==================== mpa_sequencer
mpa_sequencer/final_congestion.png
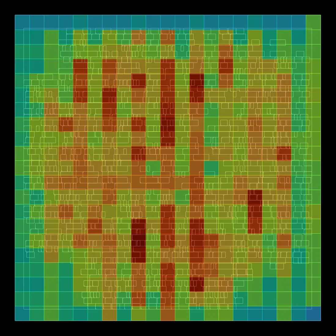

==> config.mk <==
export PLATFORM = sky130hd
export DESIGN_NAME = mpa_sequencer
export DESIGN_NICKNAME = d
export VERILOG_FILES = /design/src/rtl/mpa_pkg.sv /design/src/rtl/mpa_add_slice.sv /design/src/rtl/mpa_sequencer.sv
export SDC_FILE = /design/constraint.sdc
export NUM_CORES = 1
export LEC_CHECK = 0
export CAP_MARGIN = 20
export CORE_MARGIN = 4
export CORE_UTILIZATION = 45
export CTS_BUF_LIST = sky130_fd_sc_hd__clkbuf_4 sky130_fd_sc_hd__clkbuf_8
export DETAILED_ROUTE_END_ITERATION = 10
export GPL_TIMING_DRIVEN = 0
export PLACE_DENSITY_LB_ADDON = 0.25
export RECOVER_POWER = 100
export SKIP_LAST_GASP = 1
export SLEW_MARGIN = 20
export SYNTH_ARGS = -nofsm -noshare
export SYNTH_HDL_FRONTEND = slang
export SYNTH_HIERARCHICAL = 1
export SYNTH_SLANG_ARGS = --single-unit
==> constraint.sdc <==
create_clock -name clk -period 17 [get_ports clk]
set_input_delay 3.4 -clock clk [delete_from_list [all_inputs] [get_ports clk]]
set_output_delay 3.4 -clock clk [all_outputs]
set_load 0.005 [all_outputs]
==> src/rtl/mpa_pkg.sv <==
// Shared types and constants for the multi-precision add sequencer.
// Latency: none (declarations only).
// Backpressure: none (declarations only).
package mpa_pkg;

   // Sequencer states: idle/accepting, stepping through words, holding the result.
   typedef enum logic [1:0] {
      IDLE = 2'd0,
      RUN  = 2'd1,
      DONE = 2'd2
   } state_t;

   // Default slice width and operand length in words.
   localparam int unsigned MPA_W     = 16;
   localparam int unsigned MPA_WORDS = 4;

   // Bit offset of word idx inside a packed multi-word operand of w-bit words.
   function automatic int unsigned word_off(input int unsigned idx, input int unsigned w);
      return idx * w;
   endfunction

endpackage

==> src/rtl/mpa_add_slice.sv <==
// W-bit adder a+b+cin built from 4-bit carry-lookahead groups, group carries rippled between groups.
// Latency: combinational.
// Backpressure: none; W must be a multiple of 4.
module mpa_add_slice #(
   parameter int unsigned W = 16
) (
   input  logic [W-1:0] a_i,
   input  logic [W-1:0] b_i,
   input  logic         cin_i,
   output logic [W-1:0] sum_o,
   output logic         cout_o
);

   localparam int unsigned NG = W / 4;

   logic [W-1:0] g;
   logic [W-1:0] p;
   logic [W-1:0] cb;
   logic         gc;
   logic         acc;

   assign g = a_i & b_i;
   assign p = a_i ^ b_i;

   // Each carry inside a group is expanded from the group carry-in only, so the
   // in-group carries resolve in parallel; only the group carry-out chains onward.
   always_comb begin
      cb  = '0;
      acc = 1'b0;
      gc  = cin_i;
      for (int gi = 0; gi < NG; gi++) begin
         cb[gi*4] = gc;
         for (int j = 1; j <= 4; j++) begin
            acc = gc;
            for (int k = 0; k < j; k++) begin
               acc = g[gi*4+k] | (p[gi*4+k] & acc);
            end
            if (j < 4) begin
               cb[gi*4+j] = acc;
            end
         end
         gc = acc;
      end
      sum_o  = p ^ cb;
      cout_o = gc;
   end

endmodule

==> src/rtl/mpa_sequencer.sv <==
// Multi-precision adder: WORDS*W-bit A+B+cin through one W-bit slice, one word per cycle, LSW first.
// Latency: out_valid rises WORDS cycles after the accepting edge; one operation in flight.
// Backpressure: in_ready only in IDLE; result held in DONE until out_ready. Optional macro MPA_SUB_EN adds in_sub (A-B).
module mpa_sequencer
   import mpa_pkg::*;
#(
   parameter int unsigned W     = MPA_W,
   parameter int unsigned WORDS = MPA_WORDS
) (
   input  logic               clk,
   input  logic               rst_n,
   input  logic               in_valid,
   output logic               in_ready,
   input  logic [WORDS*W-1:0] in_a,
   input  logic [WORDS*W-1:0] in_b,
`ifdef MPA_SUB_EN
   input  logic               in_sub,
`endif
   input  logic               in_cin,
   output logic               out_valid,
   input  logic               out_ready,
   output logic [WORDS*W-1:0] out_sum,
   output logic               out_cout,
   output logic               busy
);

   localparam int unsigned      CW   = $clog2(WORDS);
   localparam logic [CW-1:0]    LAST = CW'(WORDS - 1);

   state_t             state_q;
   logic [CW-1:0]      cnt_q;
   logic [WORDS*W-1:0] a_q;
   logic [WORDS*W-1:0] b_q;
   logic [WORDS*W-1:0] sum_q;
   logic               carry_q;
   logic               cout_q;
   logic               sub_q;

   logic               sub_in;
   logic [W-1:0]       a_word;
   logic [W-1:0]       b_word;
   logic [W-1:0]       sum_d;
   logic               carry_d;

`ifdef MPA_SUB_EN
   assign sub_in = in_sub;
`else
   assign sub_in = 1'b0;
`endif

   // Select the current word of each operand; subtraction feeds the inverted B word.
   always_comb begin
      a_word = a_q[word_off(32'(cnt_q), W) +: W];
      b_word = b_q[word_off(32'(cnt_q), W) +: W];
      if (sub_q) begin
         b_word = ~b_word;
      end
   end

   mpa_add_slice #(
      .W (W)
   ) u_slice (
      .a_i    (a_word),
      .b_i    (b_word),
      .cin_i  (carry_q),
      .sum_o  (sum_d),
      .cout_o (carry_d)
   );

   // Control FSM plus operand, carry, counter and result registers.
   always_ff @(posedge clk) begin
      if (!rst_n) begin
         state_q <= IDLE;
         cnt_q   <= '0;
         a_q     <= '0;
         b_q     <= '0;
         sum_q   <= '0;
         carry_q <= 1'b0;
         cout_q  <= 1'b0;
         sub_q   <= 1'b0;
      end else begin
         case (state_q)
            IDLE: begin
               if (in_valid) begin
                  a_q     <= in_a;
                  b_q     <= in_b;
                  sub_q   <= sub_in;
                  // Two's-complement subtract: inverted B plus a forced carry of one.
                  carry_q <= sub_in ? 1'b1 : in_cin;
                  cnt_q   <= '0;
                  state_q <= RUN;
               end
            end
            RUN: begin
               sum_q[word_off(32'(cnt_q), W) +: W] <= sum_d;
               carry_q <= carry_d;
               if (cnt_q == LAST) begin
                  cnt_q   <= '0;
                  cout_q  <= carry_d;
                  state_q <= DONE;
               end else begin
                  cnt_q <= cnt_q + 1'b1;
               end
            end
            DONE: begin
               if (out_ready) begin
                  state_q <= IDLE;
               end
            end
            default: begin
               state_q <= IDLE;
            end
         endcase
      end
   end

   assign in_ready  = (state_q == IDLE);
   assign busy      = (state_q != IDLE);
   assign out_valid = (state_q == DONE);
   assign out_sum   = sum_q;
   assign out_cout  = cout_q;

endmodule
==================== udp_packet_scheduler
[src/rtl/udp_packet_scheduler.sv]
// Moves 48-bit ADC samples from the sample FIFO to the wiznet5500 TX path one word
// at a time, and issues UDP sends on a full packet, on an idle timeout, or when the stream is disabled.
module udp_packet_scheduler #(
    parameter logic [8:0]  LENGTH_UDP     = 9'd245,
    parameter int unsigned DATA_W         = 48,
    parameter logic [23:0] TIMEOUT_CYCLES = 24'd50000,
    parameter logic [3:0]  MIN_GAP        = 4'd8,
    parameter logic [2:0]  FETCH_WAIT     = 3'd4
) (
    input  logic              clk,
    input  logic              reset_n,
    input  logic              enable,
    input  logic              fifo_empty,
    input  logic [DATA_W-1:0] fifo_data_out,
    input  logic              fifo_data_out_valid,
    output logic              fifo_read_enabled,
    input  logic              ethernet_available,
    output logic [DATA_W-1:0] data_to_ethernet,
    output logic              data_out_valid,
    output logic              flush_requested,
    output logic [8:0]        word_count,
    output logic [15:0]       packets_sent,
    output logic [15:0]       partial_flushes
);

    typedef enum logic [2:0] {IDLE, FETCH, PUSH, FLUSH, HOLDOFF} state_t;

    state_t            state, state_next;
    logic [DATA_W-1:0] buffer;
    logic [23:0]       timer;
    logic [3:0]        cnt;
    logic              go_full, go_partial, go_read;
    logic              do_push, do_flush, fetch_miss, gap_done;
    logic              read_d, valid_d, flush_d;

    assign go_full    = (word_count == LENGTH_UDP);
    assign go_partial = (word_count != 9'd0) && ((timer == TIMEOUT_CYCLES) || !enable);
    assign go_read    = enable && !fifo_empty;
    assign do_push    = (state == PUSH) && ethernet_available;
    assign do_flush   = (state == FLUSH) && ethernet_available;
    assign fetch_miss = (5'({1'b0, cnt}) + 5'd1) >= 5'({2'b00, FETCH_WAIT});
    assign gap_done   = (5'({1'b0, cnt}) + 5'd1) >= 5'({1'b0, MIN_GAP});

    // State register
    always_ff @(posedge clk or negedge reset_n) begin
        if (!reset_n) begin
            state <= IDLE;
        end else begin
            state <= state_next;
        end
    end

    // Next-state logic; IDLE decisions are in priority order full > partial > read
    always_comb begin
        state_next = state;
        case (state)
            IDLE: begin
                if (go_full || go_partial) begin
                    state_next = FLUSH;
                end else if (go_read) begin
                    state_next = FETCH;
                end
            end
            FETCH: begin
                if (fifo_data_out_valid) begin
                    state_next = PUSH;
                end else if (fetch_miss) begin
                    state_next = IDLE;
                end
            end
            PUSH:    if (ethernet_available) state_next = IDLE;
            FLUSH:   if (ethernet_available) state_next = HOLDOFF;
            HOLDOFF: if (gap_done) state_next = IDLE;
            default: state_next = IDLE;
        endcase
    end

    // Strobe decode; each strobe belongs to a distinct state so they are mutually exclusive
    always_comb begin
        read_d  = 1'b0;
        valid_d = 1'b0;
        flush_d = 1'b0;
        if (state == IDLE && !go_full && !go_partial && go_read) begin
            read_d = 1'b1;
        end
        if (do_push) begin
            valid_d = 1'b1;
        end
        if (do_flush) begin
            flush_d = 1'b1;
        end
    end

    // Datapath, counters and registered outputs
    always_ff @(posedge clk or negedge reset_n) begin
        if (!reset_n) begin
            cnt               <= 4'd0;
            buffer            <= '0;
            timer             <= 24'd0;
            fifo_read_enabled <= 1'b0;
            data_out_valid    <= 1'b0;
            flush_requested   <= 1'b0;
            data_to_ethernet  <= '0;
            word_count        <= 9'd0;
            packets_sent      <= 16'd0;
            partial_flushes   <= 16'd0;
        end else begin
            cnt               <= (state_next != state) ? 4'd0 : cnt + 4'd1;
            fifo_read_enabled <= read_d;
            data_out_valid    <= valid_d;
            flush_requested   <= flush_d;
            if (state == FETCH && fifo_data_out_valid) begin
                buffer <= fifo_data_out;
            end
            if (do_push) begin
                data_to_ethernet <= buffer;
                word_count       <= word_count + 9'd1;
            end else if (do_flush) begin
                word_count   <= 9'd0;
                packets_sent <= packets_sent + 16'd1;
                if (word_count != LENGTH_UDP) begin
                    partial_flushes <= partial_flushes + 16'd1;
                end
            end
            // Idle timer only runs while a partial packet is waiting for more data
            if (do_push || word_count == 9'd0) begin
                timer <= 24'd0;
            end else if ((state == IDLE || state == FETCH) && word_count < LENGTH_UDP
                         && timer < TIMEOUT_CYCLES) begin
                timer <= timer + 24'd1;
            end
        end
    end

endmodule

[config.mk]
export PLATFORM = sky130hd
export DESIGN_NAME = udp_packet_scheduler
export DESIGN_NICKNAME = d
export VERILOG_FILES = /design/src/rtl/udp_packet_scheduler.sv
export SDC_FILE = /design/constraint.sdc
export NUM_CORES = 1
export LEC_CHECK = 0
export CORE_ASPECT_RATIO = 1.2
export CORE_MARGIN = 4
export CORE_UTILIZATION = 45
export DETAILED_ROUTE_END_ITERATION = 6
export DONT_BUFFER_PORTS = 1
export PLACE_DENSITY_LB_ADDON = 0.08
export SYNTH_ARGS = -nofsm -noshare
export SYNTH_HDL_FRONTEND = slang
export SYNTH_SLANG_ARGS = --single-unit
[constraint.sdc]
create_clock -name clk -period 5.3 [get_ports clk]
set_input_delay 0.53 -clock clk [delete_from_list [all_inputs] [get_ports clk]]
set_output_delay 0.53 -clock clk [all_outputs]
set_load 0.05 [all_outputs]
==================== nf_uart_flat
===== config.mk =====
export PLATFORM = sky130hd
export DESIGN_NAME = nf_uart_flat
export DESIGN_NICKNAME = d
export VERILOG_FILES = /design/src/rtl/nf_uart_pkg.sv /design/src/rtl/nf_uart_if.sv /design/src/rtl/nf_uart_receiver.sv /design/src/rtl/nf_uart.sv /design/src/flat_wrapper.sv
export SDC_FILE = /design/constraint.sdc
export NUM_CORES = 1
export LEC_CHECK = 0
export ABC_AREA = 1
export CORE_MARGIN = 4
export CORE_UTILIZATION = 34
export DETAILED_ROUTE_END_ITERATION = 16
export PLACE_DENSITY_LB_ADDON = 0.3
export REMOVE_ABC_BUFFERS = 1
export SKIP_LAST_GASP = 1
export SLEW_MARGIN = 5
export SYNTH_ARGS = -nofsm -noshare
export SYNTH_HDL_FRONTEND = slang
export SYNTH_HIERARCHICAL = 1
export SYNTH_SLANG_ARGS = --single-unit

===== constraint.sdc =====
create_clock -name clk -period 2.2 [get_ports clk]
set_clock_uncertainty 0.05 [all_clocks]
set_input_delay 0.55 -clock clk [delete_from_list [all_inputs] [get_ports clk]]
set_output_delay 0.55 -clock clk [all_outputs]
set_load 0.01 [all_outputs]

===== src/rtl/nf_uart_pkg.sv =====
// nf_uart shared definitions: register offsets, CR bit indices, FSM states.
// Build option: NF_UART_RX_SYNC_EN adds a two-flop uart_rx synchronizer.
package nf_uart_pkg;

  localparam logic [3:0] NF_UART_CR = 4'h0;
  localparam logic [3:0] NF_UART_TX = 4'h4;
  localparam logic [3:0] NF_UART_RX = 4'h8;
  localparam logic [3:0] NF_UART_DR = 4'hC;

  localparam int CR_TX_REQ   = 0;
  localparam int CR_RX_VALID = 1;
  localparam int CR_TR_EN    = 2;
  localparam int CR_REC_EN   = 3;

  typedef enum logic [1:0] {
    TX_IDLE, TX_START, TX_DATA, TX_STOP
  } tx_state_t;

  typedef enum logic [1:0] {
    RX_IDLE, RX_START, RX_DATA, RX_STOP
  } rx_state_t;

  // Dividers below 2 would make the half-bit point vanish.
  function automatic logic [15:0] eff_div(
    input logic [15:0] dr
  );
    return (dr < 16'd2) ? 16'd2 : dr;
  endfunction

endpackage


===== src/rtl/nf_uart_if.sv =====
// nf_uart register bus: address, write strobe/data, combinational read data.
// Build option: NF_UART_RX_SYNC_EN (see nf_uart_receiver).
interface nf_uart_if;
  logic [31:0] addr;
  logic        we;
  logic [31:0] wd;
  logic [31:0] rd;

  modport master (output addr, we, wd, input rd);
  modport slave  (input addr, we, wd, output rd);
endinterface


===== src/rtl/nf_uart_receiver.sv =====
// nf_uart 8N1 receiver: mid-bit sampling, one-cycle done strobe on good stop.
// Build option: NF_UART_RX_SYNC_EN puts uart_rx through two flops.
module nf_uart_receiver
  import nf_uart_pkg::*;
(
  input  logic        clk,
  input  logic        resetn,
  input  logic [15:0] i_dr,
  input  logic        i_rec_en,
  input  logic        i_rx,
  output logic [7:0]  o_data,
  output logic        o_done
);

  logic w_rx;
`ifdef NF_UART_RX_SYNC_EN
  logic [1:0] r_sync;
  always_ff @(posedge clk or posedge resetn) begin
    if (resetn) r_sync <= 2'b11;
    else        r_sync <= {r_sync[0], i_rx};
  end
  assign w_rx = r_sync[1];
`else
  assign w_rx = i_rx;
`endif

  rx_state_t   r_st, w_st_nx;
  logic [15:0] r_cnt, w_cnt_nx;
  logic [2:0]  r_bit, w_bit_nx;
  logic [7:0]  r_sh, w_sh_nx;
  logic [15:0] w_dr;
  logic        w_tick;

  assign w_dr   = eff_div(i_dr);
  assign w_tick = (r_cnt == 16'd0);
  assign o_data = r_sh;

  always_comb begin
    w_st_nx  = r_st;
    w_cnt_nx = r_cnt;
    w_bit_nx = r_bit;
    w_sh_nx  = r_sh;
    o_done   = 1'b0;
    if (r_st != RX_IDLE && !w_tick)
      w_cnt_nx = r_cnt - 16'd1;
    case (r_st)
      RX_IDLE: if (i_rec_en && !w_rx) begin
        w_st_nx  = RX_START;
        w_cnt_nx = (w_dr >> 1) - 16'd1;
      end
      RX_START: if (w_tick) begin
        // a start bit gone high by its midpoint is a glitch
        w_st_nx  = w_rx ? RX_IDLE : RX_DATA;
        w_cnt_nx = w_dr - 16'd1;
        w_bit_nx = 3'd0;
      end
      RX_DATA: if (w_tick) begin
        w_sh_nx  = {w_rx, r_sh[7:1]};
        w_cnt_nx = w_dr - 16'd1;
        w_bit_nx = r_bit + 3'd1;
        if (r_bit == 3'd7) w_st_nx = RX_STOP;
      end
      RX_STOP: if (w_tick) begin
        w_st_nx = RX_IDLE;
        o_done  = w_rx;
      end
      default: w_st_nx = RX_IDLE;
    endcase
    if (r_st != RX_IDLE && !i_rec_en)
      w_st_nx = RX_IDLE;
  end

  always_ff @(posedge clk or posedge resetn) begin
    if (resetn) begin
      r_st  <= RX_IDLE;
      r_cnt <= '0;
      r_bit <= '0;
      r_sh  <= '0;
    end else begin
      r_st  <= w_st_nx;
      r_cnt <= w_cnt_nx;
      r_bit <= w_bit_nx;
      r_sh  <= w_sh_nx;
    end
  end

endmodule


===== src/rtl/nf_uart.sv =====
// nf_uart top: register file, inline 8N1 transmitter, receiver instance.
// Build option: NF_UART_RX_SYNC_EN enables the uart_rx synchronizer.
module nf_uart
  import nf_uart_pkg::*;
(
  input  logic     clk,
  input  logic     resetn,
  nf_uart_if.slave bus,
  output logic     uart_tx,
  input  logic     uart_rx
);

  logic [3:0]  r_cr;
  logic [7:0]  r_tx;
  logic [7:0]  r_rx;
  logic [15:0] r_dr;

  logic [1:0] w_sel;
  logic       w_wr_cr, w_wr_tx, w_wr_dr;
  logic       w_tx_clr, w_rx_done;
  logic [7:0] w_rx_data;
  logic       w_unused;

  assign w_sel    = bus.addr[3:2];
  assign w_wr_cr  = bus.we && (w_sel == NF_UART_CR[3:2]);
  assign w_wr_tx  = bus.we && (w_sel == NF_UART_TX[3:2]);
  assign w_wr_dr  = bus.we && (w_sel == NF_UART_DR[3:2]);
  assign w_unused = ^{bus.addr[31:4], bus.addr[1:0], bus.wd[31:16]};

  always_comb begin
    bus.rd = '0;
    case (w_sel)
      NF_UART_CR[3:2]: bus.rd[3:0]  = r_cr;
      NF_UART_TX[3:2]: bus.rd[7:0]  = r_tx;
      NF_UART_RX[3:2]: bus.rd[7:0]  = r_rx;
      default:         bus.rd[15:0] = r_dr;
    endcase
  end

  // hardware updates sit after the software write so they win per bit
  always_ff @(posedge clk or posedge resetn) begin
    if (resetn) begin
      r_cr <= '0;
      r_tx <= '0;
      r_rx <= '0;
      r_dr <= '0;
    end else begin
      if (w_wr_cr) r_cr <= bus.wd[3:0];
      if (w_wr_tx) r_tx <= bus.wd[7:0];
      if (w_wr_dr) r_dr <= bus.wd[15:0];
      if (w_tx_clr) r_cr[CR_TX_REQ] <= 1'b0;
      if (w_rx_done) begin
        r_cr[CR_RX_VALID] <= 1'b1;
        r_cr[CR_REC_EN]   <= 1'b0;
        r_rx              <= w_rx_data;
      end
    end
  end

  tx_state_t   r_tx_st, w_tx_st_nx;
  logic [15:0] r_tx_cnt, w_tx_cnt_nx;
  logic [2:0]  r_tx_bit, w_tx_bit_nx;
  logic [7:0]  r_tx_sh, w_tx_sh_nx;
  logic [15:0] w_dr;
  logic        w_tx_tick;

  assign w_dr      = eff_div(r_dr);
  assign w_tx_tick = (r_tx_cnt == 16'd0);

  always_comb begin
    w_tx_st_nx  = r_tx_st;
    w_tx_cnt_nx = r_tx_cnt;
    w_tx_bit_nx = r_tx_bit;
    w_tx_sh_nx  = r_tx_sh;
    w_tx_clr    = 1'b0;
    if (r_tx_st != TX_IDLE && !w_tx_tick)
      w_tx_cnt_nx = r_tx_cnt - 16'd1;
    case (r_tx_st)
      TX_IDLE: if (r_cr[CR_TR_EN] && r_cr[CR_TX_REQ]) begin
        w_tx_st_nx  = TX_START;
        w_tx_cnt_nx = w_dr - 16'd1;
        w_tx_sh_nx  = r_tx;
      end
      TX_START: if (w_tx_tick) begin
        w_tx_st_nx  = TX_DATA;
        w_tx_cnt_nx = w_dr - 16'd1;
        w_tx_bit_nx = 3'd0;
      end
      TX_DATA: if (w_tx_tick) begin
        w_tx_cnt_nx = w_dr - 16'd1;
        w_tx_sh_nx  = r_tx_sh >> 1;
        w_tx_bit_nx = r_tx_bit + 3'd1;
        if (r_tx_bit == 3'd7) w_tx_st_nx = TX_STOP;
      end
      TX_STOP: if (w_tx_tick) begin
        w_tx_st_nx = TX_IDLE;
        w_tx_clr   = 1'b1;
      end
      default: w_tx_st_nx = TX_IDLE;
    endcase
    if (r_tx_st != TX_IDLE && !r_cr[CR_TR_EN]) begin
      w_tx_st_nx = TX_IDLE;
      w_tx_clr   = 1'b1;
    end
  end

  always_ff @(posedge clk or posedge resetn) begin
    if (resetn) begin
      r_tx_st  <= TX_IDLE;
      r_tx_cnt <= '0;
      r_tx_bit <= '0;
      r_tx_sh  <= '0;
    end else begin
      r_tx_st  <= w_tx_st_nx;
      r_tx_cnt <= w_tx_cnt_nx;
      r_tx_bit <= w_tx_bit_nx;
      r_tx_sh  <= w_tx_sh_nx;
    end
  end

  always_comb begin
    case (r_tx_st)
      TX_START: uart_tx = 1'b0;
      TX_DATA:  uart_tx = r_tx_sh[0];
      default:  uart_tx = 1'b1;
    endcase
  end

  nf_uart_receiver u_rx (
    .clk      (clk),
    .resetn   (resetn),
    .i_dr     (r_dr),
    .i_rec_en (r_cr[CR_REC_EN]),
    .i_rx     (uart_rx),
    .o_data   (w_rx_data),
    .o_done   (w_rx_done)
  );

endmodule


===== src/flat_wrapper.sv =====
// flat-port wrapper written by rule: the top's interface ports become plain ports
module nf_uart_flat import nf_uart_pkg::*;
  (clk, resetn, uart_tx, uart_rx, bus_addr, bus_we, bus_wd, bus_rd);
  nf_uart_if bus_i ();
  input  logic clk;
  input  logic resetn;
  output logic uart_tx;
  input  logic uart_rx;
  input wire logic [$bits(bus_i.addr)-1:0] bus_addr;
  input wire logic [$bits(bus_i.we)-1:0] bus_we;
  input wire logic [$bits(bus_i.wd)-1:0] bus_wd;
  output wire logic [$bits(bus_i.rd)-1:0] bus_rd;
  assign bus_i.addr = bus_addr;
  assign bus_i.we = bus_we;
  assign bus_i.wd = bus_wd;
  assign bus_rd = bus_i.rd;
  nf_uart u_core (.clk(clk), .resetn(resetn), .bus(bus_i), .uart_tx(uart_tx), .uart_rx(uart_rx));
endmodule


==> notes/layouts.md <==
Pictures saved along the way, in no particular order.

Signal wires on met2.
image #1
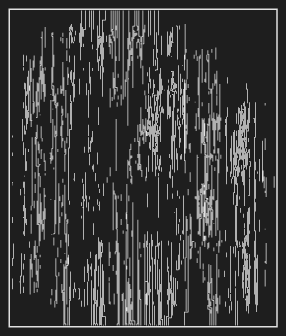
image #2
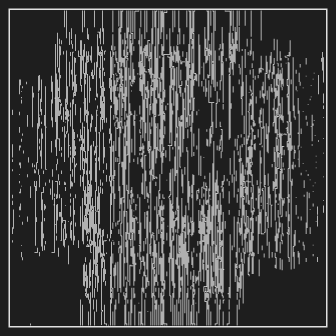
image #3
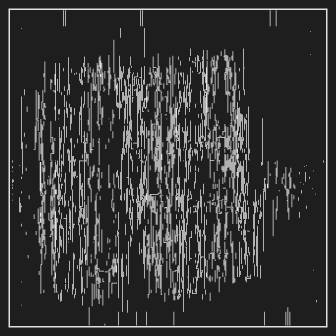
image #2: mpa_sequencer
image #3: nf_uart_flat
image #1: udp_packet_scheduler

Key to image #3:
longest straight run: 54.7 um
nets with wire on the layer: 856
main direction: vertical

nf_uart_flat/met1.png
Scale bar: 50 um.
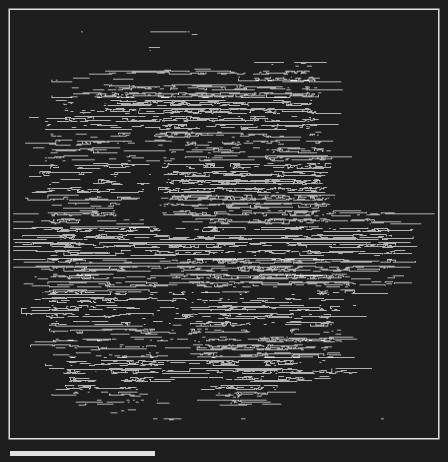
share of all routed wire: 52%
longest straight run: 51.1 um
wire length on this layer: 9090 um

==> impl_metrics.json, nf_uart_flat <==
{
  "met2_length_mm": 7.46,
  "grtUsageTotal": 0.158,
  "setup_violations": 1,
  "synth-edff-count": 0,
  "clock_buffers": 10,
  "min_to": "u_core/r_rx[7]$_DFFE_PP0P_",
  "port_buffers": 38,
  "grt_util_met2": 0.234,
  "simple_gate_share": 0.337,
  "violations": "setup timing",
  "post-route-worst-setup-slack_ns": -0.00900,
  "p_seq_uw": 2690,
  "outcome": "complete, but fails checks",
  "maxCapViolCount": 0,
  "critical_path_class": "in2out",
  "synthToLayoutAreaGrowth_pct": 24.4,
  "ir_worst_vdd_mv": 0.476,
  "ant_nets": 0,
  "antenna_cells": 0
}
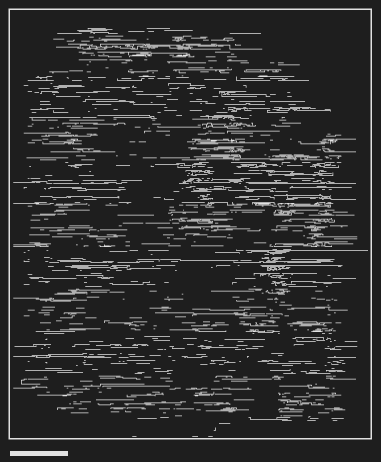
udp_packet_scheduler/met1.png
Scale bar: 20 um.
main direction: horizontal
share of all routed wire: 40%
nets with wire on the layer: 576

==> impl_metrics.json, udp_packet_scheduler <==
{
  "cp_data_arrival_time_ns": 3.14,
  "clk_pin_slew_ns": 0.07,
  "outcome": "finished clean",
  "hold_slack_ns": 0.102,
  "clkCellAreaFrac": 0.0703,
  "cts_setup_buffers": 0,
  "ys_chip_area_um2": 7270,
  "final_common_cell": "dfrtp_1",
  "critPathCapture": "timer[13]$_DFFE_PN0P_",
  "max_freq_mhz": 356,
  "synth.logic.top_family": "multiplexers",
  "drive_above_1_share": 0.251,
  "rrSetupSlack_ns": 2.49,
  "inv_count": 8,
  "max_slew_margin": 0.201,
  "dieArea_um2": 18300,
  "synth-edff-count": 0,
  "pg_comb_uw": 1040,
  "fp_util": 0.463,
  "met2_length_mm": 7.20,
  "largest_cell_class": "sequential cells",
  "seq_power_share": 0.577,
  "met1_usage": 0.204
}
mpa_sequencer/density.png
Scale bar: 50 um. The die is cut into 15 by 15 equal tiles; black is low, pale yellow is high, 0 to 100% covered.
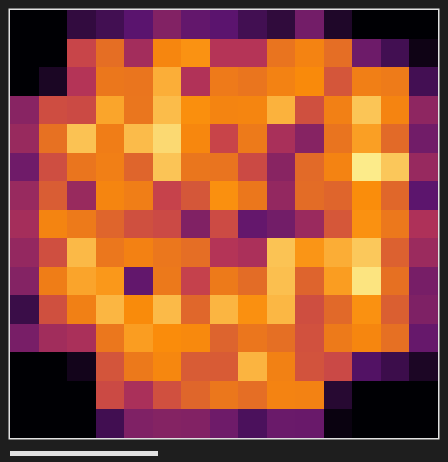
mean over tiles: 52%
nearly empty tiles: 9.8%
fullest tile: 96%
tiles over 75% full: 16%

## Picture notes: mpa_sequencer/final_congestion.png
met3 GRT Util: 0.0446
fin util: 0.610
Total GRT Usage: 0.228
post-DR wirelength/cell: 18.3 um

==> impl_metrics.json, mpa_sequencer <==
{
  "outcome": "finished clean",
  "swShare": 0.275,
  "ys_ff": 198,
  "comb_share": 0.358,
  "dp_hpwl_mm": 19.0,
  "cp-start-kind": "register",
  "wirelength_met1_mm": 10.7,
  "p_total_uw": 936,
  "adder_share": 0.0453,
  "die_w_um": 145,
  "grt_antenna_before_repair": 0,
  "grt-ovfl-total": 0,
  "hp-start": "out_sum[51]$_SDFFE_PN0P_",
  "cts_resized": 0,
  "post-route-worst-setup-slack_ns": 8.31,
  "synthAoiAreaFrac": 0.179,
  "fin_setup_tns_ns": 0,
  "crit_path_frequent_cell": "fa_1",
  "p_clk_uw": 302,
  "ant_nets": 0,
  "period_used_share": 0.511,
  "top_cells_by_area": "dfxtp_1, nand2_1, a21boi_1",
  "critPathMaxStageDelay_ns": 0.65,
  "cts_buffers": 17,
  "dieArea_um2": 21000,
  "critPathCapture": "out_sum[63]$_SDFFE_PN0P_",
  "clockBufferDepth": 2,
  "critPathLaunch": "cnt_q[1]$_SDFFE_PN0P_",
  "ff_count": 198,
  "common_cells": "nand2_1, dfxtp_1, a21boi_1",
  "finalCriticalPeriod_ns": 8.69,
  "synthCells": 863
}

==================== game_flow_ctrl_flat
[src/rtl/game_flow_ctrl_pkg.sv]
// ---------------------------------------------------------------------------
// game_pkg
// Shared types and helpers for the game-flow sequencer.
//   game_state_t : MENU / PLAY / PAUSE / OVER encoding (matches the 2-bit
//                  state output seen by the HEX / LED logic)
//   bcd_digit_t  : one packed BCD digit
//   BCD_MAX      : largest legal BCD digit value
//   clog2_min1   : counter/field width helper that never returns 0
// ---------------------------------------------------------------------------
package game_pkg;

  typedef enum logic [1:0] {
    MENU  = 2'd0,
    PLAY  = 2'd1,
    PAUSE = 2'd2,
    OVER  = 2'd3
  } game_state_t;

  typedef logic [3:0] bcd_digit_t;

  localparam bcd_digit_t BCD_MAX = 4'd9;

  // Width needed to hold 0..n-1, but at least one bit so that a
  // degenerate parameter choice still yields a legal vector.
  function automatic int clog2_min1(input int n);
    return (n > 2) ? $clog2(n) : 1;
  endfunction

endpackage

[src/rtl/game_flow_ctrl_if.sv]
// ---------------------------------------------------------------------------
// game_flow_ctrl_if
// Bundles the game-flow sequencer's input and output signals.
//   master : the surrounding system (VGA sync, keyboard decode, collision
//            logic) -- drives vs, start_req, pause_req, diff_sel, crash,
//            star_collect and observes the status outputs.
//   slave  : game_flow_ctrl itself.
// Parameters:
//   NUM_DIGITS : BCD score digits (score/high_score are 4*NUM_DIGITS bits)
//   LEVEL_W    : width of diff_sel / level
// ---------------------------------------------------------------------------
interface game_flow_ctrl_if #(
  parameter int NUM_DIGITS = 4,
  parameter int LEVEL_W    = 2
);

  logic                    vs;
  logic                    start_req;
  logic                    pause_req;
  logic [LEVEL_W-1:0]      diff_sel;
  logic                    crash;
  logic                    star_collect;

  logic [1:0]              state;
  logic                    play_en;
  logic                    frame_tick;
  logic                    game_reset;
  logic [LEVEL_W-1:0]      level;
  logic [4*NUM_DIGITS-1:0] score;
  logic [4*NUM_DIGITS-1:0] high_score;

  modport master (
    output vs, start_req, pause_req, diff_sel, crash, star_collect,
    input  state, play_en, frame_tick, game_reset, level, score, high_score
  );

  modport slave (
    input  vs, start_req, pause_req, diff_sel, crash, star_collect,
    output state, play_en, frame_tick, game_reset, level, score, high_score
  );

endinterface

[src/rtl/game_flow_ctrl_bcd_counter.sv]
// ---------------------------------------------------------------------------
// bcd_counter
// Saturating multi-digit BCD score register.
// Ports:
//   clk, rst_n  : clock, asynchronous active-low reset
//   clear       : synchronous clear to zero (wins over enable)
//   enable      : load the incremented value this cycle
//   inc_one     : +1 at digit 0
//   inc_ten     : +1 at digit 1 (+10); both together give +11
//   value       : packed BCD value, digit 0 in the LSBs
//   saturated   : value is all nines
//   carry_d2    : the pending increment carries out of digit 1 into digit 2
// Any carry out of the top digit clamps the result to all nines.
// ---------------------------------------------------------------------------
module bcd_counter
  import game_pkg::*;
#(
  parameter int NUM_DIGITS = 4
) (
  input  logic                    clk,
  input  logic                    rst_n,
  input  logic                    clear,
  input  logic                    enable,
  input  logic                    inc_one,
  input  logic                    inc_ten,
  output logic [4*NUM_DIGITS-1:0] value,
  output logic                    saturated,
  output logic                    carry_d2
);

  localparam logic [4*NUM_DIGITS-1:0] ALL_NINES = {NUM_DIGITS{BCD_MAX}};

  logic [4*NUM_DIGITS-1:0] sum;
  logic [4*NUM_DIGITS-1:0] next_value;
  logic [4:0]              digit_sum;
  logic                    ripple;

  // Ripple-carry BCD add. A digit never sees more than 9+1+1, so one
  // subtract-ten correction per digit is enough.
  always_comb begin
    sum       = '0;
    digit_sum = '0;
    ripple    = 1'b0;
    carry_d2  = 1'b0;
    for (int i = 0; i < NUM_DIGITS; i++) begin
      digit_sum = {1'b0, value[4*i +: 4]} + {4'b0, ripple};
      if (i == 0) digit_sum = digit_sum + {4'b0, inc_one};
      if (i == 1) digit_sum = digit_sum + {4'b0, inc_ten};
      ripple = (digit_sum > {1'b0, BCD_MAX});
      if (ripple) sum[4*i +: 4] = 4'(digit_sum - 5'd10);
      else        sum[4*i +: 4] = digit_sum[3:0];
      if (i == 1) carry_d2 = ripple;
    end
    next_value = ripple ? ALL_NINES : sum;
  end

  assign saturated = (value == ALL_NINES);

  // Score register
  always_ff @(posedge clk or negedge rst_n) begin
    if (!rst_n)      value <= '0;
    else if (clear)  value <= '0;
    else if (enable) value <= next_value;
  end

endmodule

[src/rtl/game_flow_ctrl.sv]
// ---------------------------------------------------------------------------
// game_flow_ctrl
// Registered game-flow sequencer: MENU/PLAY/PAUSE/OVER state machine,
// gated per-frame tick, one-cycle object reset per new game, BCD score with
// level progression and optional high score.
// Ports:
//   Clk      : system clock
//   Reset_n  : asynchronous active-low reset
//   bus      : game_flow_ctrl_if.slave
//              in : vs, start_req, pause_req, diff_sel, crash, star_collect
//              out: state, play_en, frame_tick, game_reset, level, score,
//                   high_score
// Configuration macro:
//   GAME_HIGH_SCORE_EN : keep the best score across games (else tied to 0)
// ---------------------------------------------------------------------------
module game_flow_ctrl
  import game_pkg::*;
#(
  parameter int NUM_DIGITS       = 4,
  parameter int NUM_LEVELS       = 4,
  parameter int FRAMES_PER_POINT = 60,
  parameter int OVER_FRAMES      = 600
) (
  input  logic            Clk,
  input  logic            Reset_n,
  game_flow_ctrl_if.slave bus
);

  localparam int LEVEL_W = clog2_min1(NUM_LEVELS);
  localparam int FC_W    = clog2_min1(FRAMES_PER_POINT);
  localparam int OC_W    = clog2_min1(OVER_FRAMES);

  localparam logic [LEVEL_W-1:0] LEVEL_MAX  = LEVEL_W'(NUM_LEVELS - 1);
  localparam logic [FC_W-1:0]    FRAME_LAST = FC_W'(FRAMES_PER_POINT - 1);
  localparam logic [OC_W-1:0]    OVER_LAST  = OC_W'(OVER_FRAMES - 1);

  logic [2:0]              vs_sync;
  logic [2:0]              start_sync;
  logic [2:0]              pause_sync;
  logic                    vs_rise;
  logic                    start_rise;
  logic                    pause_rise;

  game_state_t             state_q;
  game_state_t             state_d;
  logic                    play_en_q;
  logic                    play_en_d;
  logic                    frame_tick_q;
  logic                    frame_tick_d;
  logic                    game_reset_q;
  logic                    game_reset_d;

  logic [LEVEL_W-1:0]      level_q;
  logic [LEVEL_W-1:0]      start_level;
  logic [FC_W-1:0]         frame_cnt;
  logic [OC_W-1:0]         over_cnt;

  logic                    score_upd;
  logic                    score_en;
  logic                    point_inc;
  logic                    enter_menu;
  logic                    score_clear;
  logic                    score_sat;
  logic                    carry_d2;
  logic                    level_up;
  logic [4*NUM_DIGITS-1:0] score_val;

  // Bits [1:0] are the two-flop synchroniser, bit [2] remembers the previous
  // synchronised level so a held key or a long vs pulse gives one edge.
  always_ff @(posedge Clk or negedge Reset_n) begin
    if (!Reset_n) begin
      vs_sync    <= '0;
      start_sync <= '0;
      pause_sync <= '0;
    end else begin
      vs_sync    <= {vs_sync[1:0],    bus.vs};
      start_sync <= {start_sync[1:0], bus.start_req};
      pause_sync <= {pause_sync[1:0], bus.pause_req};
    end
  end

  assign vs_rise    = vs_sync[1]    & ~vs_sync[2];
  assign start_rise = start_sync[1] & ~start_sync[2];
  assign pause_rise = pause_sync[1] & ~pause_sync[2];

  // State register
  always_ff @(posedge Clk or negedge Reset_n) begin
    if (!Reset_n) state_q <= MENU;
    else          state_q <= state_d;
  end

  // Next-state logic; crash outranks a pause edge while playing.
  always_comb begin
    state_d = state_q;
    unique case (state_q)
      MENU:  if (start_rise) state_d = PLAY;
      PLAY:  begin
        if (bus.crash)       state_d = OVER;
        else if (pause_rise) state_d = PAUSE;
      end
      PAUSE: if (pause_rise) state_d = PLAY;
      OVER:  begin
        if (start_rise)                           state_d = PLAY;
        else if (vs_rise && over_cnt == OVER_LAST) state_d = MENU;
      end
      default: state_d = MENU;
    endcase
  end

  // Output decode from the upcoming state, so the registered outputs line
  // up with the cycle in which state_q takes its new value.
  always_comb begin
    play_en_d    = (state_d == PLAY);
    game_reset_d = (state_q == MENU || state_q == OVER) && (state_d == PLAY);
    frame_tick_d = vs_rise && (state_q == PLAY) && (state_d == PLAY);
  end

  // Output registers
  always_ff @(posedge Clk or negedge Reset_n) begin
    if (!Reset_n) begin
      play_en_q    <= 1'b0;
      frame_tick_q <= 1'b0;
      game_reset_q <= 1'b0;
    end else begin
      play_en_q    <= play_en_d;
      frame_tick_q <= frame_tick_d;
      game_reset_q <= game_reset_d;
    end
  end

  // Score and level only move while playing and not in the crash cycle.
  assign score_upd   = (state_q == PLAY) && !bus.crash;
  assign score_en    = score_upd && !score_sat;
  assign point_inc   = vs_rise && (frame_cnt == FRAME_LAST);
  assign enter_menu  = (state_q == OVER) && (state_d == MENU);
  assign score_clear = game_reset_d || enter_menu;
  assign level_up    = score_en && carry_d2;
  assign start_level = (bus.diff_sel > LEVEL_MAX) ? LEVEL_MAX : bus.diff_sel;

  bcd_counter #(
    .NUM_DIGITS (NUM_DIGITS)
  ) u_score (
    .clk       (Clk),
    .rst_n     (Reset_n),
    .clear     (score_clear),
    .enable    (score_en),
    .inc_one   (point_inc),
    .inc_ten   (bus.star_collect),
    .value     (score_val),
    .saturated (score_sat),
    .carry_d2  (carry_d2)
  );

  // Frame counter: one point every FRAMES_PER_POINT raw ticks in PLAY.
  always_ff @(posedge Clk or negedge Reset_n) begin
    if (!Reset_n)                   frame_cnt <= '0;
    else if (game_reset_d)          frame_cnt <= '0;
    else if (score_upd && vs_rise)  frame_cnt <= (frame_cnt == FRAME_LAST) ? '0
                                                 : frame_cnt + FC_W'(1);
  end

  // Idle timer for the automatic return from OVER to MENU.
  always_ff @(posedge Clk or negedge Reset_n) begin
    if (!Reset_n)              over_cnt <= '0;
    else if (state_q != OVER)  over_cnt <= '0;
    else if (vs_rise)          over_cnt <= over_cnt + OC_W'(1);
  end

  // Difficulty level: loaded at game start, bumped on each hundred crossed.
  always_ff @(posedge Clk or negedge Reset_n) begin
    if (!Reset_n)                             level_q <= '0;
    else if (game_reset_d)                    level_q <= start_level;
    else if (enter_menu)                      level_q <= '0;
    else if (level_up && level_q != LEVEL_MAX) level_q <= level_q + LEVEL_W'(1);
  end

`ifdef GAME_HIGH_SCORE_EN
  logic [4*NUM_DIGITS-1:0] high_q;

  // Packed BCD orders the same as binary, so a plain magnitude compare is
  // the most-significant-digit-first BCD compare.
  always_ff @(posedge Clk or negedge Reset_n) begin
    if (!Reset_n) high_q <= '0;
    else if (state_q == PLAY && state_d == OVER && score_val > high_q)
      high_q <= score_val;
  end

  assign bus.high_score = high_q;
`else
  assign bus.high_score = '0;
`endif

  assign bus.state      = state_q;
  assign bus.play_en    = play_en_q;
  assign bus.frame_tick = frame_tick_q;
  assign bus.game_reset = game_reset_q;
  assign bus.level      = level_q;
  assign bus.score      = score_val;

endmodule

[src/flat_wrapper.sv]
// flat-port wrapper written by rule: the top's interface ports become plain ports
module game_flow_ctrl_flat import game_pkg::*;
#(
  parameter int NUM_DIGITS       = 4,
  parameter int NUM_LEVELS       = 4,
  parameter int FRAMES_PER_POINT = 60,
  parameter int OVER_FRAMES      = 600
)
  (Clk, Reset_n, bus_vs, bus_start_req, bus_pause_req, bus_diff_sel, bus_crash, bus_star_collect, bus_state, bus_play_en, bus_frame_tick, bus_game_reset, bus_level, bus_score, bus_high_score);
  game_flow_ctrl_if #(.NUM_DIGITS(NUM_DIGITS), .LEVEL_W(2)) bus_i ();
  input  logic Clk;
  input  logic Reset_n;
  input wire logic [$bits(bus_i.vs)-1:0] bus_vs;
  input wire logic [$bits(bus_i.start_req)-1:0] bus_start_req;
  input wire logic [$bits(bus_i.pause_req)-1:0] bus_pause_req;
  input wire logic [$bits(bus_i.diff_sel)-1:0] bus_diff_sel;
  input wire logic [$bits(bus_i.crash)-1:0] bus_crash;
  input wire logic [$bits(bus_i.star_collect)-1:0] bus_star_collect;
  output wire logic [$bits(bus_i.state)-1:0] bus_state;
  output wire logic [$bits(bus_i.play_en)-1:0] bus_play_en;
  output wire logic [$bits(bus_i.frame_tick)-1:0] bus_frame_tick;
  output wire logic [$bits(bus_i.game_reset)-1:0] bus_game_reset;
  output wire logic [$bits(bus_i.level)-1:0] bus_level;
  output wire logic [$bits(bus_i.score)-1:0] bus_score;
  output wire logic [$bits(bus_i.high_score)-1:0] bus_high_score;
  assign bus_i.vs = bus_vs;
  assign bus_i.start_req = bus_start_req;
  assign bus_i.pause_req = bus_pause_req;
  assign bus_i.diff_sel = bus_diff_sel;
  assign bus_i.crash = bus_crash;
  assign bus_i.star_collect = bus_star_collect;
  assign bus_state = bus_i.state;
  assign bus_play_en = bus_i.play_en;
  assign bus_frame_tick = bus_i.frame_tick;
  assign bus_game_reset = bus_i.game_reset;
  assign bus_level = bus_i.level;
  assign bus_score = bus_i.score;
  assign bus_high_score = bus_i.high_score;
  game_flow_ctrl #(.NUM_DIGITS(NUM_DIGITS), .NUM_LEVELS(NUM_LEVELS), .FRAMES_PER_POINT(FRAMES_PER_POINT), .OVER_FRAMES(OVER_FRAMES)) u_core (.Clk(Clk), .Reset_n(Reset_n), .bus(bus_i));
endmodule
[config.mk]
export PLATFORM = sky130hd
export DESIGN_NAME = game_flow_ctrl_flat
export DESIGN_NICKNAME = d
export VERILOG_FILES = /design/src/rtl/game_flow_ctrl_pkg.sv /design/src/rtl/game_flow_ctrl_if.sv /design/src/rtl/game_flow_ctrl_bcd_counter.sv /design/src/rtl/game_flow_ctrl.sv /design/src/flat_wrapper.sv
export SDC_FILE = /design/constraint.sdc
export NUM_CORES = 1
export LEC_CHECK = 0
export ABC_AREA = 1
export CORE_UTILIZATION = 40
export CTS_CLUSTER_DIAMETER = 60
export DETAILED_ROUTE_END_ITERATION = 6
export GPL_ROUTABILITY_DRIVEN = 0
export SYNTH_ARGS = -nofsm -noshare
export SYNTH_HDL_FRONTEND = slang
export SYNTH_SLANG_ARGS = --single-unit
[constraint.sdc]
create_clock -name Clk -period 15.2 [get_ports Clk]
set_input_delay 3.8 -clock Clk [delete_from_list [all_inputs] [get_ports Clk]]
set_output_delay 3.8 -clock Clk [all_outputs]
set_load 0.02 [all_outputs]
==================== conv_weight_streamer_3x3
[src/rtl/conv_weight_streamer_3x3.sv]
// Streams every 3x3 kernel weight of one conv layer from a 1-cycle-latency weight
// memory, one word per cycle, in output-channel / input-channel / row / column order.
`timescale 1ns/1ps
module conv_weight_streamer_3x3 #(
    parameter int DATA_WIDTH      = 32,
    parameter int CHANNEL_NUM_IN  = 256,
    parameter int CHANNEL_NUM_OUT = 256,
    parameter int KERNEL          = 3,
    parameter int ADDR_WIDTH      = 20,
    parameter int BASE_ADDR       = 0
) (
    input  logic                  clk,
    input  logic                  reset,
    input  logic                  start,
    input  logic                  hold,
    output logic                  mem_rd_en,
    output logic [ADDR_WIDTH-1:0] mem_addr,
    input  logic [DATA_WIDTH-1:0] mem_data,
    output logic                  valid_weight_out,
    output logic [DATA_WIDTH-1:0] weight_out,
    output logic                  last_ch_out,
    output logic                  busy,
    output logic                  done
);
    localparam int KK  = KERNEL * KERNEL;
    localparam int KW  = $clog2(KK + 1);
    localparam int CIW = $clog2(CHANNEL_NUM_IN + 1);
    localparam int COW = $clog2(CHANNEL_NUM_OUT + 1);

    typedef enum logic [1:0] {IDLE, READ, DRAIN} state_t;
    state_t state_reg, state_next;

    logic [KW-1:0]         k_cnt_reg;
    logic [CIW-1:0]        ci_cnt_reg;
    logic [COW-1:0]        co_cnt_reg;
    logic [ADDR_WIDTH-1:0] addr_reg;

    logic rd_valid_reg, rd_last_ch_reg, rd_last_layer_reg;
    logic valid_reg, last_ch_reg, done_reg;
    logic [DATA_WIDTH-1:0] weight_reg;

    logic issue, last_k, last_ci, last_co, last_ch_issue, last_layer_issue;

    assign last_k           = (k_cnt_reg == KW'(KK - 1));
    assign last_ci          = (ci_cnt_reg == CIW'(CHANNEL_NUM_IN - 1));
    assign last_co          = (co_cnt_reg == COW'(CHANNEL_NUM_OUT - 1));
    assign last_ch_issue    = last_k && last_ci;
    assign last_layer_issue = last_ch_issue && last_co;
    assign issue            = (state_reg == READ) && !hold;

    always_ff @(posedge clk) begin
        if (reset) begin
            state_reg <= IDLE;
        end else begin
            state_reg <= state_next;
        end
    end

    // DRAIN leaves once the layer's final weight is sitting in the output register.
    always_comb begin
        state_next = state_reg;
        case (state_reg)
            IDLE:    if (start) state_next = READ;
            READ:    if (issue && last_layer_issue) state_next = DRAIN;
            DRAIN:   if (done_reg) state_next = IDLE;
            default: state_next = IDLE;
        endcase
    end

    always_ff @(posedge clk) begin
        if (reset) begin
            k_cnt_reg  <= '0;
            ci_cnt_reg <= '0;
            co_cnt_reg <= '0;
            addr_reg   <= ADDR_WIDTH'(BASE_ADDR);
        end else if (state_reg == IDLE && start) begin
            k_cnt_reg  <= '0;
            ci_cnt_reg <= '0;
            co_cnt_reg <= '0;
            addr_reg   <= ADDR_WIDTH'(BASE_ADDR);
        end else if (issue) begin
            addr_reg <= addr_reg + ADDR_WIDTH'(1);
            if (last_k) begin
                k_cnt_reg <= '0;
                if (last_ci) begin
                    ci_cnt_reg <= '0;
                    if (!last_co) co_cnt_reg <= co_cnt_reg + COW'(1);
                end else begin
                    ci_cnt_reg <= ci_cnt_reg + CIW'(1);
                end
            end else begin
                k_cnt_reg <= k_cnt_reg + KW'(1);
            end
        end
    end

    // Tags travel alongside each read so they line up with mem_data one cycle later.
    always_ff @(posedge clk) begin
        if (reset) begin
            rd_valid_reg      <= 1'b0;
            rd_last_ch_reg    <= 1'b0;
            rd_last_layer_reg <= 1'b0;
            valid_reg         <= 1'b0;
            weight_reg        <= '0;
            last_ch_reg       <= 1'b0;
            done_reg          <= 1'b0;
        end else begin
            rd_valid_reg      <= issue;
            rd_last_ch_reg    <= issue && last_ch_issue;
            rd_last_layer_reg <= issue && last_layer_issue;
            valid_reg         <= rd_valid_reg;
            last_ch_reg       <= rd_valid_reg && rd_last_ch_reg;
            done_reg          <= rd_valid_reg && rd_last_layer_reg;
            if (rd_valid_reg) weight_reg <= mem_data;
        end
    end

    assign mem_rd_en        = issue;
    assign mem_addr         = addr_reg;
    assign valid_weight_out = valid_reg;
    assign weight_out       = weight_reg;
    assign last_ch_out      = last_ch_reg;
    assign done             = done_reg;
    assign busy             = (state_reg != IDLE);
endmodule

[config.mk]
export PLATFORM = sky130hd
export DESIGN_NAME = conv_weight_streamer_3x3
export DESIGN_NICKNAME = d
export VERILOG_FILES = /design/src/rtl/conv_weight_streamer_3x3.sv
export SDC_FILE = /design/constraint.sdc
export NUM_CORES = 1
export LEC_CHECK = 0
export ABC_CLOCK_PERIOD_IN_PS = 2500
export CORE_ASPECT_RATIO = 1.4
export CORE_MARGIN = 10
export CORE_UTILIZATION = 30
export CTS_BUF_LIST = sky130_fd_sc_hd__clkbuf_4 sky130_fd_sc_hd__clkbuf_8 sky130_fd_sc_hd__clkbuf_16
export CTS_CLUSTER_DIAMETER = 30
export DETAILED_ROUTE_END_ITERATION = 10
export MAX_ROUTING_LAYER = met4
export SYNTH_ARGS = -nofsm -noshare
export SYNTH_HDL_FRONTEND = slang
export SYNTH_SLANG_ARGS = --single-unit
export TNS_END_PERCENT = 1
[constraint.sdc]
create_clock -name clk -period 2.5 [get_ports clk]
set_clock_uncertainty 0.05 [all_clocks]
set_input_delay 0.625 -clock clk [delete_from_list [all_inputs] [get_ports clk]]
set_output_delay 0.625 -clock clk [all_outputs]
set_load 0.05 [all_outputs]
game_flow_ctrl_flat/density.png
Scale bar: 20 um. The die is cut into 9 by 9 equal tiles; black is low, pale yellow is high, 0 to 100% covered.
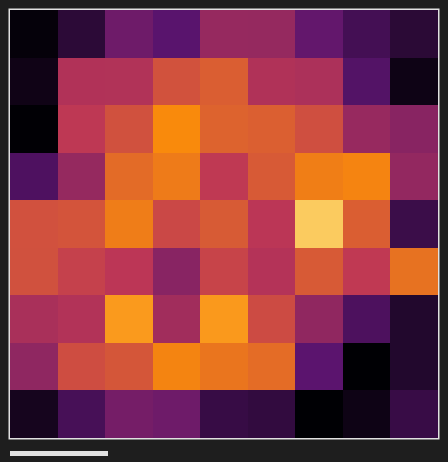
densest ninth of the die: right middle
mean over tiles: 42%
nearly empty tiles: 4.9%
fullest tile: 89%
emptiest ninth of the die: bottom right

game_flow_ctrl_flat/wire_density.png
Scale bar: 20 um. The die is cut into 18 by 18 equal tiles; black is low, pale yellow is high, scaled to the fullest tile. Values are wire area over tile area, all layers added.
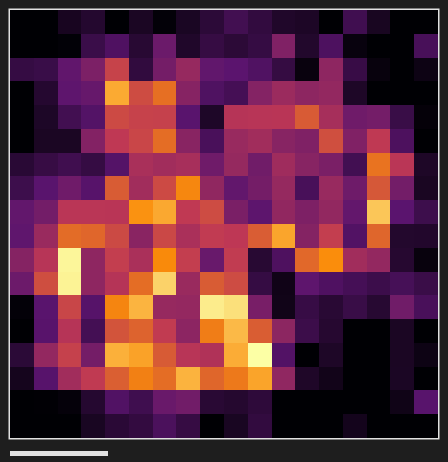
fullest tile: 0.39
nearly empty tiles: 15%
mean over tiles: 0.12
emptiest ninth of the die: bottom right
tiles over half the peak: 22%

==> impl_metrics.json, game_flow_ctrl_flat <==
{
  "outcome": "finished clean",
  "buffers": 32,
  "fin_area_um2": 3350,
  "critPathMaxStageDelay_ns": 0.43,
  "cts.sinks": 48,
  "rrSetupSlack_ns": 9.53,
  "ys_chip_area_um2": 2930,
  "critPathCapture": "u_core.u_score.value[3]$_DFFE_PN0P_",
  "vias_per_cell": 4.74,
  "synthCells": 346,
  "slew_viol_final": 0,
  "root_buffer": "clkbuf_8",
  "pg_comb_uw": 274,
  "common_cells": "nand2_1, dfrtp_1, inv_1, nor2_1, nand3_1",
  "cts_setup_buffers": 0,
  "taps": 96,
  "grt_antenna_before_repair": 0,
  "rows": 30,
  "postCtsHoldBufs": 0,
  "ir_worst_vdd_mv": 0.0797,
  "dr.max_layer_used": "met4",
  "firstDrtPassIters": 4,
  "top_cells_by_area": "dfrtp_1, nand2_1, ha_1",
  "max_slew_margin": 0.592,
  "hp-start": "u_core.start_sync[0]$_DFF_PN0_",
  "ff_count": 48,
  "seq_area_frac": 0.358,
  "hp-class": "reg2reg",
  "grt_pass1_wl_mm": 9.95,
  "critical_path_class": "in2reg",
  "reg_top3": "u_core.u_score.value (16), u_core.over_cnt (10), u_core.frame_cnt (6)",
  "cp_cell_sequence": "clkdlybuf4s50_1 -> fa_1 -> ha_1 -> xnor2_1 -> nand2_1 -> nand2_1 -> nand2_2 -> ha_1 -> ha_1 -> xnor2_1 -> nand2_1 -> nand2_1 -> nand2_1 -> ha_1 -> ha_1 -> xor2_1 -> nor2_1 -> or2_1 -> nand2_2 -> nor2_4 -> inv_2 -> o22ai_1 -> nor2_2",
  "clock_buffers": 6,
  "synthAoiAreaFrac": 0.0837,
  "worstSkewPairLatency_ns": 0.30,
  "cpLargestDelayFamily": "adder cells",
  "synth_cell_types": 37,
  "placed_cells": 470,
  "drive_above_1_share": 0.123,
  "top_power_group": "combinational cells",
  "min_to": "u_core.start_sync[1]$_DFF_PN0_",
  "r2r-start": "u_core.frame_cnt[0]$_DFFE_PN0P_",
  "yosysTopAreaCell": "dfrtp_1",
  "dp_hpwl_mm": 4.26
}
conv_weight_streamer_3x3/met2.png
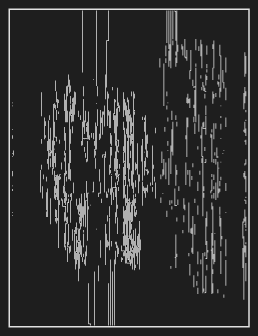
wire length on this layer: 3720 um
nets with wire on the layer: 438
main direction: vertical
longest straight run: 37.9 um

==> impl_metrics.json, conv_weight_streamer_3x3 <==
{
  "p_seq_uw": 1340,
  "swShare": 0.226,
  "ff_count": 82,
  "ctsHtreeMaxLevel": 3,
  "crit_buf_inv": 4,
  "hold_slack_ns": 0.378,
  "slowest_stage": "clkdlybuf4s50_1",
  "common_cells": "dfxtp_1, nor2_1, mux2i_1, a21oi_1, nand2_1",
  "grt_util_met3": 0.0217,
  "critical_path.endpoint_type": "output port",
  "vias_per_cell": 4.85,
  "core_um2": 10900,
  "synthAoiAreaFrac": 0.0787,
  "outcome": "complete, but fails checks",
  "setup_violations": 1,
  "cp_cell_sequence": "clkdlybuf4s50_1 -> or3b_4 -> buf_6 -> clkinv_1 -> buf_6",
  "clk_pin_slew_ns": 0.06,
  "post-route-worst-setup-slack_ns": -0.0417,
  "worstSkewPairLatency_ns": 0.33,
  "dr.max_layer_used": "met4",
  "cp_data_arrival_time_ns": 1.87,
  "warnings": 29,
  "violations": "setup timing",
  "grt_pass1_vias": 2833,
  "maxCapViolCount": 0,
  "logic_area_um2": 1620,
  "p_clk_uw": 1270,
  "dp_hpwl_mm": 6.49,
  "xor_share": 0.0444,
  "ff_latch_area_um2": 1640,
  "pin_count": 93,
  "port_buffers": 92,
  "drive_above_1_share": 0.0874,
  "drt_iter0_drc": 144,
  "clock_buffers": 10,
  "ys_chip_area_um2": 3350
}


==> layout pictures side by side <==
Wiring heat map.
picture 1
Scale bar: 20 um. The die is cut into 22 by 29 equal tiles; black is low, pale yellow is high, scaled to the fullest tile. Values are wire area over tile area, all layers added.
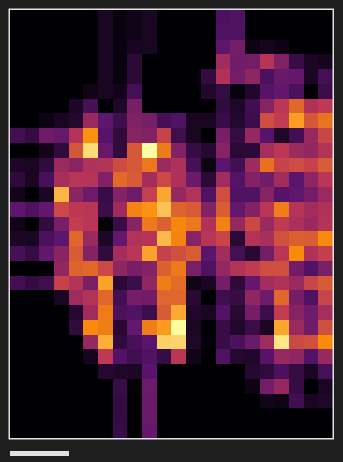
picture 2
Scale bar: 50 um. The die is cut into 30 by 30 equal tiles; black is low, pale yellow is high, scaled to the fullest tile. Values are wire area over tile area, all layers added.
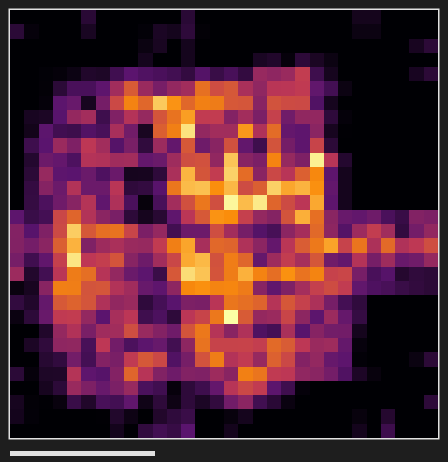
picture 3
Scale bar: 20 um. The die is cut into 25 by 29 equal tiles; black is low, pale yellow is high, scaled to the fullest tile. Values are wire area over tile area, all layers added.
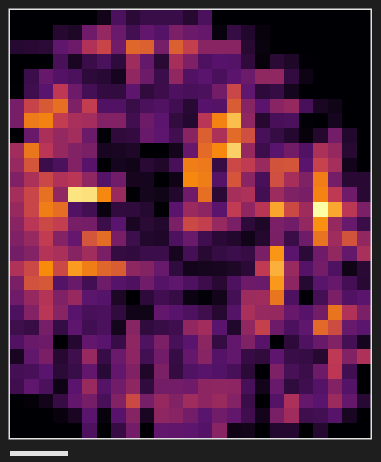
picture 4
Scale bar: 50 um. The die is cut into 29 by 29 equal tiles; black is low, pale yellow is high, scaled to the fullest tile. Values are wire area over tile area, all layers added.
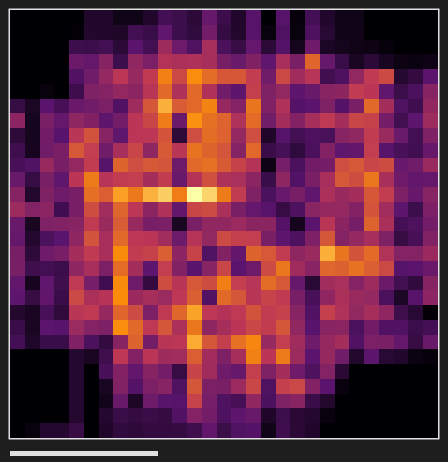
Of these, smallest die: picture 1
picture 1: conv_weight_streamer_3x3
picture 2: nf_uart_flat
picture 4: mpa_sequencer
picture 3: udp_packet_scheduler

Key to picture 4:
tiles over half the peak: 21%
nearly empty tiles: 12%
emptiest ninth of the die: bottom right
fullest tile: 0.59
mean over tiles: 0.19

